=== task_3_output ===
**task_3_output: clock wiring as the flow saved it**

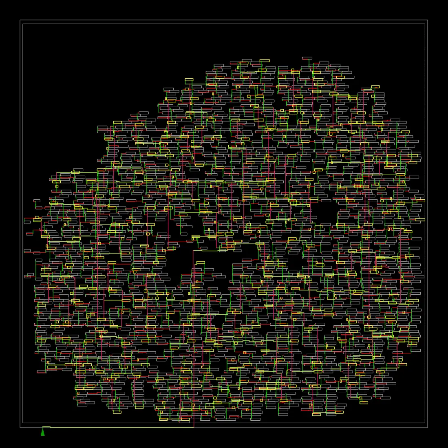

### src/rtl/task_3_output.sv
// Output stage: buffers one packet from the core, then replays it over
// AXI-Stream. The whole packet is collected before it is sent, so a write and
// a read never happen in the same cycle.
module task_3_output #(
  parameter int unsigned DEPTH = 256,
  parameter int unsigned AW    = 8
) (
  input  logic       i_clk,
  input  logic       i_rst,
  input  logic [7:0] i_data,
  input  logic       i_enb,
  input  logic       i_last,
  input  logic       i_tready,
  output logic [7:0] o_tdata,
  output logic       o_tvalid,
  output logic       o_tlast,
  output logic       o_output_last,
  output logic       o_busy,
  output logic       o_full,
  output logic       o_overflow
);

  typedef enum logic [1:0] {s_IDLE, s_COLLECT, s_SEND, s_DONE} state_t;

  state_t        state_q, state_d;
  logic [7:0]    mem [DEPTH];
  logic [AW-1:0] wr_ptr_q, rd_ptr_q;
  logic [AW:0]   count_q;
  logic          overflow_q;

  logic accepting;
  logic wr_en;
  logic rd_en;
  logic drop;

  assign accepting = (state_q == s_IDLE) || (state_q == s_COLLECT);
  assign wr_en     = i_enb && accepting && !o_full;
  // Any strobe that cannot be stored is lost and flagged.
  assign drop      = i_enb && !wr_en;
  assign rd_en     = o_tvalid && i_tready;

  // Stream and status outputs decoded from state and occupancy.
  always_comb begin
    o_full        = (count_q == (AW + 1)'(DEPTH));
    o_tvalid      = (state_q == s_SEND) && (count_q != '0);
    o_tlast       = o_tvalid && (count_q == (AW + 1)'(1));
    o_tdata       = mem[rd_ptr_q];
    o_output_last = (state_q == s_DONE);
    o_busy        = (state_q != s_IDLE);
    o_overflow    = overflow_q;
  end

  // Next-state logic.
  always_comb begin
    state_d = state_q;
    unique case (state_q)
      s_IDLE: begin
        if (i_enb && i_last)  state_d = s_SEND;
        else if (i_enb)       state_d = s_COLLECT;
      end
      s_COLLECT: begin
        if (i_enb && i_last)  state_d = s_SEND;
      end
      s_SEND: begin
        // Empty packet (every byte dropped) finishes immediately.
        if (count_q == '0)         state_d = s_DONE;
        else if (rd_en && o_tlast) state_d = s_DONE;
      end
      s_DONE: begin
        state_d = s_IDLE;
      end
      default: state_d = s_IDLE;
    endcase
  end

  // State, pointers, occupancy and sticky overflow flag.
  always_ff @(posedge i_clk) begin
    if (i_rst) begin
      state_q    <= s_IDLE;
      wr_ptr_q   <= '0;
      rd_ptr_q   <= '0;
      count_q    <= '0;
      overflow_q <= 1'b0;
    end else begin
      state_q <= state_d;
      if (wr_en) begin
        wr_ptr_q <= wr_ptr_q + AW'(1);
        count_q  <= count_q + (AW + 1)'(1);
      end else if (rd_en) begin
        rd_ptr_q <= rd_ptr_q + AW'(1);
        count_q  <= count_q - (AW + 1)'(1);
      end
      if (drop) overflow_q <= 1'b1;
    end
  end

  // Packet storage; contents are don't-care until written.
  always_ff @(posedge i_clk) begin
    if (wr_en) mem[wr_ptr_q] <= i_data;
  end

endmodule

### config.mk
export PLATFORM = sky130hd
export DESIGN_NAME = task_3_output
export DESIGN_NICKNAME = d
export VERILOG_FILES = /design/src/rtl/task_3_output.sv
export SDC_FILE = /design/constraint.sdc
export NUM_CORES = 2
export LEC_CHECK = 0
export CAP_MARGIN = 20
export CELL_PAD_IN_SITES_DETAIL_PLACEMENT = 0
export CELL_PAD_IN_SITES_GLOBAL_PLACEMENT = 1
export CORE_MARGIN = 3
export CORE_UTILIZATION = 38
export CTS_CLUSTER_DIAMETER = 40
export DETAILED_ROUTE_END_ITERATION = 10
export PLACE_DENSITY = 0.62
export SLEW_MARGIN = 30
export SYNTH_ARGS = -nofsm -noshare
export SYNTH_HDL_FRONTEND = slang
export SYNTH_SLANG_ARGS = --single-unit
### constraint.sdc
create_clock -name i_clk -period 3.1 [get_ports i_clk]
set_clock_uncertainty 0.05 [all_clocks]
set_input_delay 0.31 -clock i_clk [delete_from_list [all_inputs] [get_ports i_clk]]
set_output_delay 0.31 -clock i_clk [all_outputs]
set_load 0.05 [all_outputs]
=== fifo_rd_path ===
--- config.mk ---
export PLATFORM = sky130hd
export DESIGN_NAME = fifo_rd_path
export DESIGN_NICKNAME = d
export VERILOG_FILES = /design/src/rtl/fifo_rd_path.sv
export SDC_FILE = /design/constraint.sdc
export NUM_CORES = 1
export LEC_CHECK = 0
export ABC_CLOCK_PERIOD_IN_PS = 5100
export CAP_MARGIN = 0
export CELL_PAD_IN_SITES_DETAIL_PLACEMENT = 1
export CELL_PAD_IN_SITES_GLOBAL_PLACEMENT = 2
export CORE_UTILIZATION = 30
export DETAILED_ROUTE_END_ITERATION = 7
export PLACE_DENSITY = 0.59
export SLEW_MARGIN = 40
export SYNTH_ARGS = -nofsm -noshare
export SYNTH_HDL_FRONTEND = slang
export SYNTH_SLANG_ARGS = --single-unit
--- constraint.sdc ---
create_clock -name clk -period 5.1 [get_ports clk]
set_input_delay 0.765 -clock clk [delete_from_list [all_inputs] [get_ports clk]]
set_output_delay 0.765 -clock clk [all_outputs]
set_load 0.1 [all_outputs]
--- src/rtl/fifo_rd_path.sv ---
// fifo_rd_path: read side of the streaming FIFO. It holds the buffer memory,
// resynchronizes the Gray write pointer, tracks the read pointer, and drives a
// registered valid/ready output stage.
module fifo_rd_path #(
  parameter int unsigned ADDR_WDTH    = 4,
  parameter int unsigned DATA_WDTH    = 8,
  parameter int unsigned SYNC_STAGES  = 2,
  parameter string       SYNC_EMPTY_N = "TRUE"
) (
  input  logic                 clk,
  input  logic                 sync_rst,
  input  logic                 wr_en,
  input  logic [ADDR_WDTH-1:0] wr_addr,
  input  logic [DATA_WDTH-1:0] wr_din,
  input  logic [ADDR_WDTH:0]   wr_ptr_gray,
  input  logic                 rd_en,
  output logic [DATA_WDTH-1:0] rd_dout,
  output logic                 rd_dout_val,
  output logic [ADDR_WDTH:0]   rd_ptr_bin,
  output logic [ADDR_WDTH:0]   rd_ptr_gray,
  output logic                 empty_n
);

  localparam int unsigned PTR_W = ADDR_WDTH + 1;
  localparam int unsigned DEPTH = 1 << ADDR_WDTH;

  // Elaboration-time parameter legality
  if (!(DATA_WDTH == 8 || DATA_WDTH == 16 || DATA_WDTH == 32 || DATA_WDTH == 64)) begin : g_bad_data_wdth
    $fatal(1, "fifo_rd_path: DATA_WDTH must be 8, 16, 32 or 64");
  end
  if (SYNC_STAGES < 2) begin : g_bad_sync_stages
    $fatal(1, "fifo_rd_path: SYNC_STAGES must be at least 2");
  end

  logic [DATA_WDTH-1:0] r_mem [DEPTH];
  logic [PTR_W-1:0]     r_sync [SYNC_STAGES];
  logic [PTR_W-1:0]     r_rd_ptr_bin;
  logic [PTR_W-1:0]     r_rd_ptr_gray;
  logic [DATA_WDTH-1:0] r_rd_dout;
  logic                 r_rd_dout_val;

  logic [PTR_W-1:0]     w_wr_sync;
  logic [PTR_W-1:0]     w_wr_sync_nxt;
  logic                 w_ne;
  logic                 w_fetch;
  logic [PTR_W-1:0]     w_bin_nxt;
  logic [PTR_W-1:0]     w_gray_nxt;

  assign w_wr_sync     = r_sync[SYNC_STAGES-1];
  assign w_wr_sync_nxt = r_sync[SYNC_STAGES-2];
  assign w_ne          = (r_rd_ptr_gray != w_wr_sync);
  assign w_fetch       = w_ne & (~r_rd_dout_val | rd_en);
  assign w_bin_nxt     = r_rd_ptr_bin + PTR_W'(1);
  assign w_gray_nxt    = w_bin_nxt ^ (w_bin_nxt >> 1);

  // Buffer memory write port; contents deliberately not reset
  always_ff @(posedge clk) begin
    if (wr_en) begin
      r_mem[wr_addr] <= wr_din;
    end
  end

  // Plain flop chain resynchronizing the write-side Gray pointer
  always_ff @(posedge clk) begin
    if (sync_rst) begin
      for (int i = 0; i < int'(SYNC_STAGES); i++) begin
        r_sync[i] <= '0;
      end
    end else begin
      r_sync[0] <= wr_ptr_gray;
      for (int i = 1; i < int'(SYNC_STAGES); i++) begin
        r_sync[i] <= r_sync[i-1];
      end
    end
  end

  // Output stage: load on fetch, hold under backpressure, drop valid when drained
  always_ff @(posedge clk) begin
    if (sync_rst) begin
      r_rd_ptr_bin  <= '0;
      r_rd_ptr_gray <= '0;
      r_rd_dout     <= '0;
      r_rd_dout_val <= 1'b0;
    end else if (w_fetch) begin
      r_rd_dout     <= r_mem[r_rd_ptr_bin[ADDR_WDTH-1:0]];
      r_rd_dout_val <= 1'b1;
      r_rd_ptr_bin  <= w_bin_nxt;
      r_rd_ptr_gray <= w_gray_nxt;
    end else if (r_rd_dout_val && rd_en) begin
      r_rd_dout_val <= 1'b0;
    end
  end

  assign rd_dout     = r_rd_dout;
  assign rd_dout_val = r_rd_dout_val;
  assign rd_ptr_bin  = r_rd_ptr_bin;
  assign rd_ptr_gray = r_rd_ptr_gray;

  if (SYNC_EMPTY_N == "TRUE") begin : g_empty_reg
    logic             r_empty_n;
    logic [PTR_W-1:0] w_rd_gray_post;
    logic             w_ne_post;

    // Registered status tracks ne as it will stand after this edge
    assign w_rd_gray_post = w_fetch ? w_gray_nxt : r_rd_ptr_gray;
    assign w_ne_post      = (w_rd_gray_post != w_wr_sync_nxt);

    // Registered non-empty flag
    always_ff @(posedge clk) begin
      if (sync_rst) begin
        r_empty_n <= 1'b0;
      end else begin
        r_empty_n <= w_ne_post;
      end
    end

    assign empty_n = r_empty_n;
  end else if (SYNC_EMPTY_N == "FALSE") begin : g_empty_comb
    logic w_unused_sync_nxt;
    assign w_unused_sync_nxt = ^w_wr_sync_nxt;
    assign empty_n = w_ne | (w_unused_sync_nxt & 1'b0);
  end else begin : g_bad_sync_empty_n
    $fatal(1, "fifo_rd_path: SYNC_EMPTY_N must be \"TRUE\" or \"FALSE\"");
  end

endmodule

=== key_event_decoder ===
$ cat src/rtl/key_pkg.sv
// Shared definitions for the key event decoder: one-hot FSM state encodings,
// default timing constants (50 MHz clock) and a small helper used to size
// the shared cycle counter.
package key_pkg;

    // Default hold/repeat/double-click windows in clock cycles at 50 MHz.
    localparam int unsigned LONG_CNT_DEF   = 50_000_000;
    localparam int unsigned REPEAT_CNT_DEF = 10_000_000;
    localparam int unsigned DCLK_WIN_DEF   = 15_000_000;

    // One-hot state encodings; any other bit pattern is illegal.
    typedef enum logic [4:0] {
        ST_IDLE     = 5'b00001,
        ST_PRESSED  = 5'b00010,
        ST_HELD     = 5'b00100,
        ST_WAIT2    = 5'b01000,
        ST_PRESSED2 = 5'b10000
    } key_state_t;

    // Largest of three counts, used to size the shared counter.
    function automatic int unsigned max3(input int unsigned a,
                                         input int unsigned b,
                                         input int unsigned c);
        int unsigned m;
        m = (a > b) ? a : b;
        return (m > c) ? m : c;
    endfunction

endpackage

$ cat src/rtl/key_event_decoder.sv
// Key event decoder: classifies debounced key edges into short click,
// long press, auto-repeat and double-click pulses.
//
// Ports:
//   clk          - system clock, rising edge
//   reset_n      - asynchronous active-low reset
//   key_flag     - one-cycle strobe marking a debounced edge
//   key_state    - debounced level when key_flag=1 (0 pressed, 1 released)
//   short_press  - one-cycle pulse, single short click
//   long_press   - one-cycle pulse, hold reached LONG_CNT
//   repeat_pulse - one-cycle pulse every REPEAT_CNT cycles while long-held
//   double_click - one-cycle pulse, second click inside DCLK_WIN
//   key_busy     - high whenever the FSM is not idle
module key_event_decoder
    import key_pkg::*;
#(
    parameter int unsigned LONG_CNT   = LONG_CNT_DEF,
    parameter int unsigned REPEAT_CNT = REPEAT_CNT_DEF,
    parameter int unsigned DCLK_WIN   = DCLK_WIN_DEF,
    parameter bit          DCLK_EN    = 1'b1
) (
    input  logic clk,
    input  logic reset_n,
    input  logic key_flag,
    input  logic key_state,
    output logic short_press,
    output logic long_press,
    output logic repeat_pulse,
    output logic double_click,
    output logic key_busy
);

    localparam int unsigned MAX_CNT = max3(LONG_CNT, REPEAT_CNT, DCLK_WIN);
    localparam int unsigned CNT_W   = $clog2(MAX_CNT);

    localparam logic [CNT_W-1:0] LONG_TERM = CNT_W'(LONG_CNT - 1);
    localparam logic [CNT_W-1:0] REP_TERM  = CNT_W'(REPEAT_CNT - 1);
    localparam logic [CNT_W-1:0] DCLK_TERM = CNT_W'(DCLK_WIN - 1);

    key_state_t       state;
    logic [CNT_W-1:0] cnt;
    logic             press_evt;
    logic             release_evt;

    // An unknown key_state evaluates to X here, which no branch treats as true.
    assign press_evt   = key_flag && !key_state;
    assign release_evt = key_flag &&  key_state;

    // FSM, shared counter and registered outputs. Key events are checked
    // before count terminals so an event in the terminal cycle wins.
    always_ff @(posedge clk or negedge reset_n) begin
        if (!reset_n) begin
            state        <= ST_IDLE;
            cnt          <= '0;
            short_press  <= 1'b0;
            long_press   <= 1'b0;
            repeat_pulse <= 1'b0;
            double_click <= 1'b0;
            key_busy     <= 1'b0;
        end else begin
            short_press  <= 1'b0;
            long_press   <= 1'b0;
            repeat_pulse <= 1'b0;
            double_click <= 1'b0;

            case (state)
                ST_IDLE: begin
                    cnt <= '0;
                    if (press_evt) begin
                        state    <= ST_PRESSED;
                        key_busy <= 1'b1;
                    end
                end

                ST_PRESSED: begin
                    if (release_evt) begin
                        cnt <= '0;
                        if (DCLK_EN) begin
                            state <= ST_WAIT2;
                        end else begin
                            state       <= ST_IDLE;
                            short_press <= 1'b1;
                            key_busy    <= 1'b0;
                        end
                    end else if (cnt == LONG_TERM) begin
                        cnt        <= '0;
                        state      <= ST_HELD;
                        long_press <= 1'b1;
                    end else begin
                        cnt <= cnt + 1'b1;
                    end
                end

                // Counter wraps on each repeat without leaving HELD.
                ST_HELD: begin
                    if (release_evt) begin
                        cnt      <= '0;
                        state    <= ST_IDLE;
                        key_busy <= 1'b0;
                    end else if (cnt == REP_TERM) begin
                        cnt          <= '0;
                        repeat_pulse <= 1'b1;
                    end else begin
                        cnt <= cnt + 1'b1;
                    end
                end

                ST_WAIT2: begin
                    if (press_evt) begin
                        cnt   <= '0;
                        state <= ST_PRESSED2;
                    end else if (cnt == DCLK_TERM) begin
                        cnt         <= '0;
                        state       <= ST_IDLE;
                        short_press <= 1'b1;
                        key_busy    <= 1'b0;
                    end else begin
                        cnt <= cnt + 1'b1;
                    end
                end

                // A long hold on the second press drops the pending first click.
                ST_PRESSED2: begin
                    if (release_evt) begin
                        cnt          <= '0;
                        state        <= ST_IDLE;
                        double_click <= 1'b1;
                        key_busy     <= 1'b0;
                    end else if (cnt == LONG_TERM) begin
                        cnt        <= '0;
                        state      <= ST_HELD;
                        long_press <= 1'b1;
                    end else begin
                        cnt <= cnt + 1'b1;
                    end
                end

                // Illegal encoding: recover to IDLE silently.
                default: begin
                    cnt      <= '0;
                    state    <= ST_IDLE;
                    key_busy <= 1'b0;
                end
            endcase
        end
    end

endmodule
$ cat config.mk
export PLATFORM = sky130hd
export DESIGN_NAME = key_event_decoder
export DESIGN_NICKNAME = d
export VERILOG_FILES = /design/src/rtl/key_pkg.sv /design/src/rtl/key_event_decoder.sv
export SDC_FILE = /design/constraint.sdc
export NUM_CORES = 1
export LEC_CHECK = 0
export CAP_MARGIN = 15
export CORE_MARGIN = 2
export CORE_UTILIZATION = 50
export DETAILED_ROUTE_END_ITERATION = 16
export PLACE_DENSITY = 0.71
export RECOVER_POWER = 50
export SLEW_MARGIN = 20
export SYNTH_ARGS = -nofsm -noshare
export SYNTH_HDL_FRONTEND = slang
export SYNTH_SLANG_ARGS = --single-unit
$ cat constraint.sdc
create_clock -name clk -period 2.27 [get_ports clk]
set_clock_uncertainty 0.2 [all_clocks]
set_input_delay 0.454 -clock clk [delete_from_list [all_inputs] [get_ports clk]]
set_output_delay 0.454 -clock clk [all_outputs]
set_load 0.02 [all_outputs]
**key_event_decoder: clock wires, drivers and flops**

Bar = 20 um.
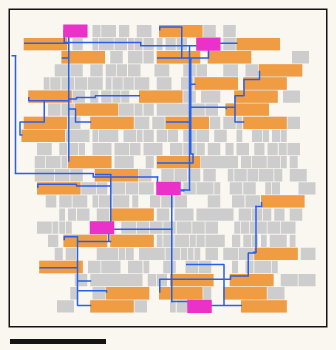
- orange: flip-flops (count 36)
- magenta: clock drivers (count 5)
- blue: clock wires (length 488 um)
- routed clock nets: 6
- flops lie: spread over the die

==> flow_summary.ini, key_event_decoder <==
; generated from flow reports
[status]
status = finished, violations left
violations = setup timing

[global_routing]
grt.met2_usage = 0.4847
grt_util_all_layers = 0.2808
grt_pass1_wl_um = 8928

[sta]
whs_ns = 0.3187
rsz0062_at_grt = true
worst_slack_ns = -0.3578
setup_violations = 26
slew_viol_final = 0

[worst_setup_path]
crit_slowest_cell = or4_4
slowest_delay_ns = 0.56
path_cells = or4_4 > or4_4 > a222oi_1 > buf_4 > buf_6 > nor2_1

[cts]
cts_setup_buffers = 11

[detailed_routing]
num_vias = 1784
via_per_inst = 5.575
wl_met3_um = 247

[logic_synthesis]
synthMuxAreaShare = 0
syn-num-nets = 206
yosysChipArea_mm2 = 0.001896
avgSynthCellArea_um2 = 9.431

[cells_and_area]
comb_share = 0.3792
seq_share = 0.3338

[floorplanning]
core_area_mm2 = 0.003661
dieArea_mm2 = 0.004299
die_h_um = 65.57

[power]
p_clk_frac = 0.305
leakagePower_nw = 1.209
-- key_event_decoder: final timing paths --
| check | endpoint | startpoint | cells past startpoint |
|---|---|---|---|
| worst max-delay path | cnt[6] | cnt[9] | 6 |
| worst max register to register | cnt[6] | cnt[9] | 6 |
| worst min-delay path | key_busy | key_busy | 2 |
| min in group asynchronous | cnt[7] | reset_n | 2 |
| worst min register to register | key_busy | key_busy | 2 |
| max in group asynchronous | cnt[22] | reset_n | 2 |
-- key_event_decoder: registers in the layout, indices dropped and copies added (netlist names) --
name and cells:
short_press 1, cnt 26, key_busy 1, double_click 1
state 5, repeat_pulse 1, long_press 1
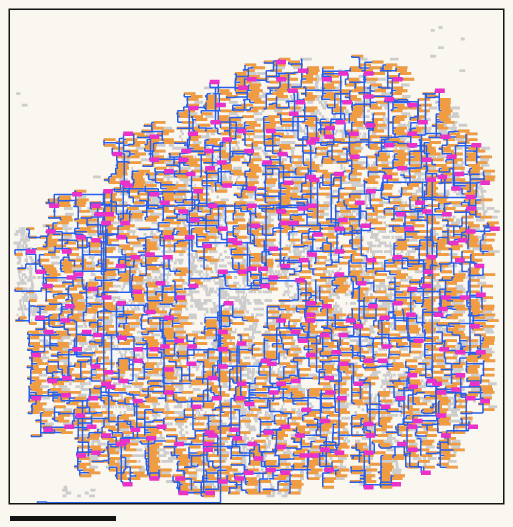
**Above:** task_3_output (clock wires, drivers and flops).
Bar = 100 um.
- orange: flip-flops (count 2084)
- magenta: clock drivers (count 306)
- blue: clock wires (length 26.1 mm)
- flops lie: spread over the die

**task_3_output: zoomed window**

Window x 335 to 365, y 102 to 132 um. Cells in gray, sequential cells in the stronger gray; small squares are vias.
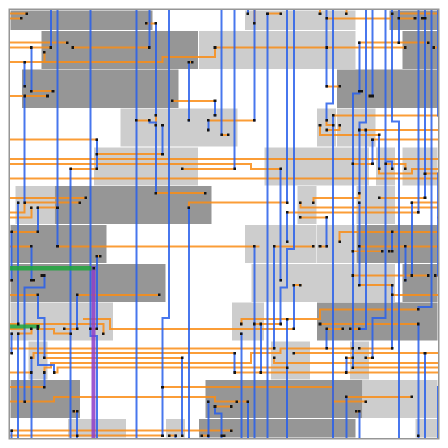
- blue: metal 2
- orange: metal 1
- purple: metal 4
- green: metal 3
- netlist names of flops here include: mem (11)
- cells with their middle in the window: 34
- most frequent: edfxtp_1 (11), nor2_1 (6), buf_4 (6)
- sequential cells in the window: 11

About 'clock wiring as the flow saved it' of task_3_output:
clk latency of the worst-skew pair: 0.92 ns
flip-flops: 2084
clkbuf count: 344
CTS Buf Count: 306
P_clk: 34.3 mW

==> flow_summary.ini, task_3_output <==
; generated from flow reports
[floorplanning]
die_w_um = 466.8

[sta]
max-slew-margin-rel = 0.3122
period_used_share = 1.374
whs_ns = 0.1110
setup_violations = 8
worst_slack_ns = -1.159
fmax_ghz = 0.2348

[global_routing]
gr-total-overflow = 0
grt_pass1_vias = 43330
grt.met2_usage = 0.3153
grt_pass1_wl_um = 310500

[logic_synthesis]
synthAdderAreaFrac = 0.002016
synthMuxAreaShare = 0.1414
ys_sh_aoi = 0.03894
netlist_instances = 3888
yosys-top-cells-area = edfxtp_1, mux4_2, a22oi_1
top_cell = edfxtp_1

[status]
violations = setup timing
status = finished, violations left

[worst_setup_path]
critPathKind = flop to output pin
end_kind = output pin

[cells_and_area]
top_register = mem
-- task_3_output: worst max-delay path: stages (launching register included) --
cell	delay, ns
dfxtp_4	0.39
buf_12	0.12
buf_16	0.17
buf_16	0.18
buf_16	0.14
buf_12	0.11
and4b_2	0.27
buf_6	0.12
a21oi_2	0.04
o211ai_1	0.58
a21oi_4	0.13
nor4_4	0.37
buf_4	0.20
buf_8	0.14
-- task_3_output: stage by stage --
step / cells / power, mW
after floorplan: 3888 / 34.55
after global placement: 7037 / 36.64
after detailed placement: 7037 / 36.68
after CTS: 7639 / 71.66
after global routing: 7653 / 73.33
final: 7653 / 71.21
**fifo_rd_path: cell sizes after repair**

Bar = 50 um.
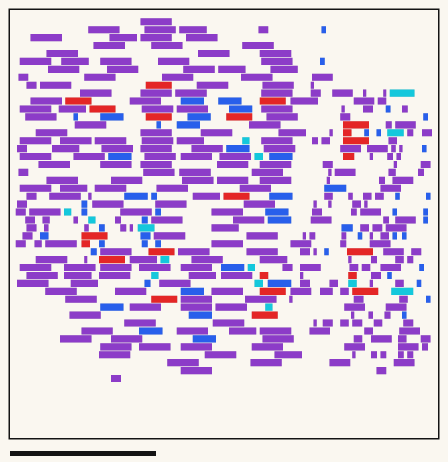
- cyan: _3 and _4 cells (cells 14)
- blue: _2 cells (cells 58)
- purple: _0 and _1 cells (cells 288)
- red: _6 and larger (cells 22)

**fifo_rd_path: clock wires, drivers and flops**

Bar = 50 um.
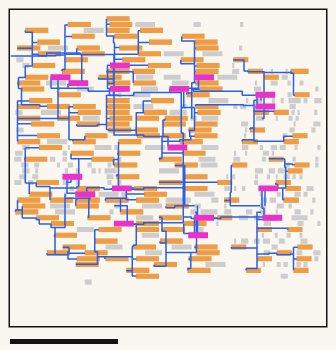
- magenta: clock drivers (count 17)
- blue: clock wires (length 2000 um)
- orange: flip-flops (count 158)
- routed clock nets: 18

==> flow_summary.ini, fifo_rd_path <==
; generated from flow reports
[sta]
slew_viol_final = 0
setup_tns_ns = 0
clock_skew_ns = 0.008055
fmax_ghz = 0.3886

[detailed_routing]
via_per_inst = 4.730
dr.max_layer_used = met4

[cells_and_area]
top_register = r_mem
seq_share = 0.6020

[power]
switchingPower_mw = 1.245
switching_share = 0.3371
seqPwrFrac = 0.423

[logic_synthesis]
synth_stat.cells = 323
netlist_top_cells_count = edfxtp_1, nor2_1, dfxtp_1
top_cell_area_share = 0.6107

[status]
status = finished, final reports clean

[worst_setup_path]
path_cells = buf_2

[cts]
cts_hold_buf = 0
cts_setup_buffers = 0

[global_routing]
grt_max_degree = 31
## fifo_rd_path: worst paths after layout
kind	cells past startpoint	slack, ns	from	end
hold / removal	1	0.48	r_sync[0][0]	r_sync[0][5]
setup / recovery	1	2.53	rd_ptr_bin[3]	rd_ptr_bin[3]
setup reg to reg	5	2.53	rd_ptr_bin[0]	rd_dout[4]
hold reg to reg	1	0.48	r_sync[0][0]	r_sync[0][5]
## fifo_rd_path: kinds of logic after synthesis
| logic type | Yosys count |
|---|---|
| fa+ha+maj | 1 |
| flops | 158 |
| mux | 54 |
| compound gates | 7 |
| xor+xnor | 21 |
| simple gates | 66 |
| buf+inv | 16 |

==> gallery <==
Where the registers sit.
(a)
Bar = 20 um. Other sequential cells in the stronger gray, the rest of the logic in the fainter gray.
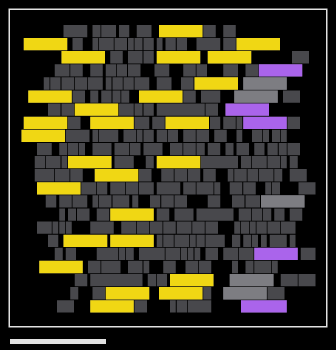
(b)
Bar = 50 um. Other sequential cells in the stronger gray, the rest of the logic in the fainter gray.
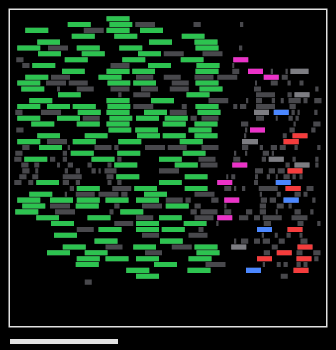
(c)
Bar = 100 um. Other sequential cells in the stronger gray, the rest of the logic in the fainter gray.
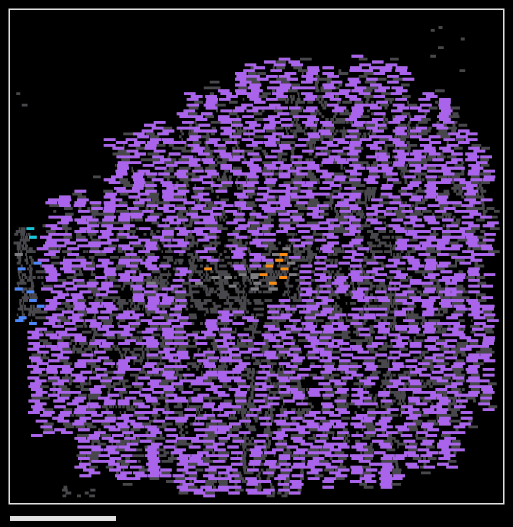
The one with the smallest die is (a).
(b) is fifo_rd_path.
(a) is key_event_decoder.
(c) is task_3_output.


Power is estimated from default activity; no workload was simulated.
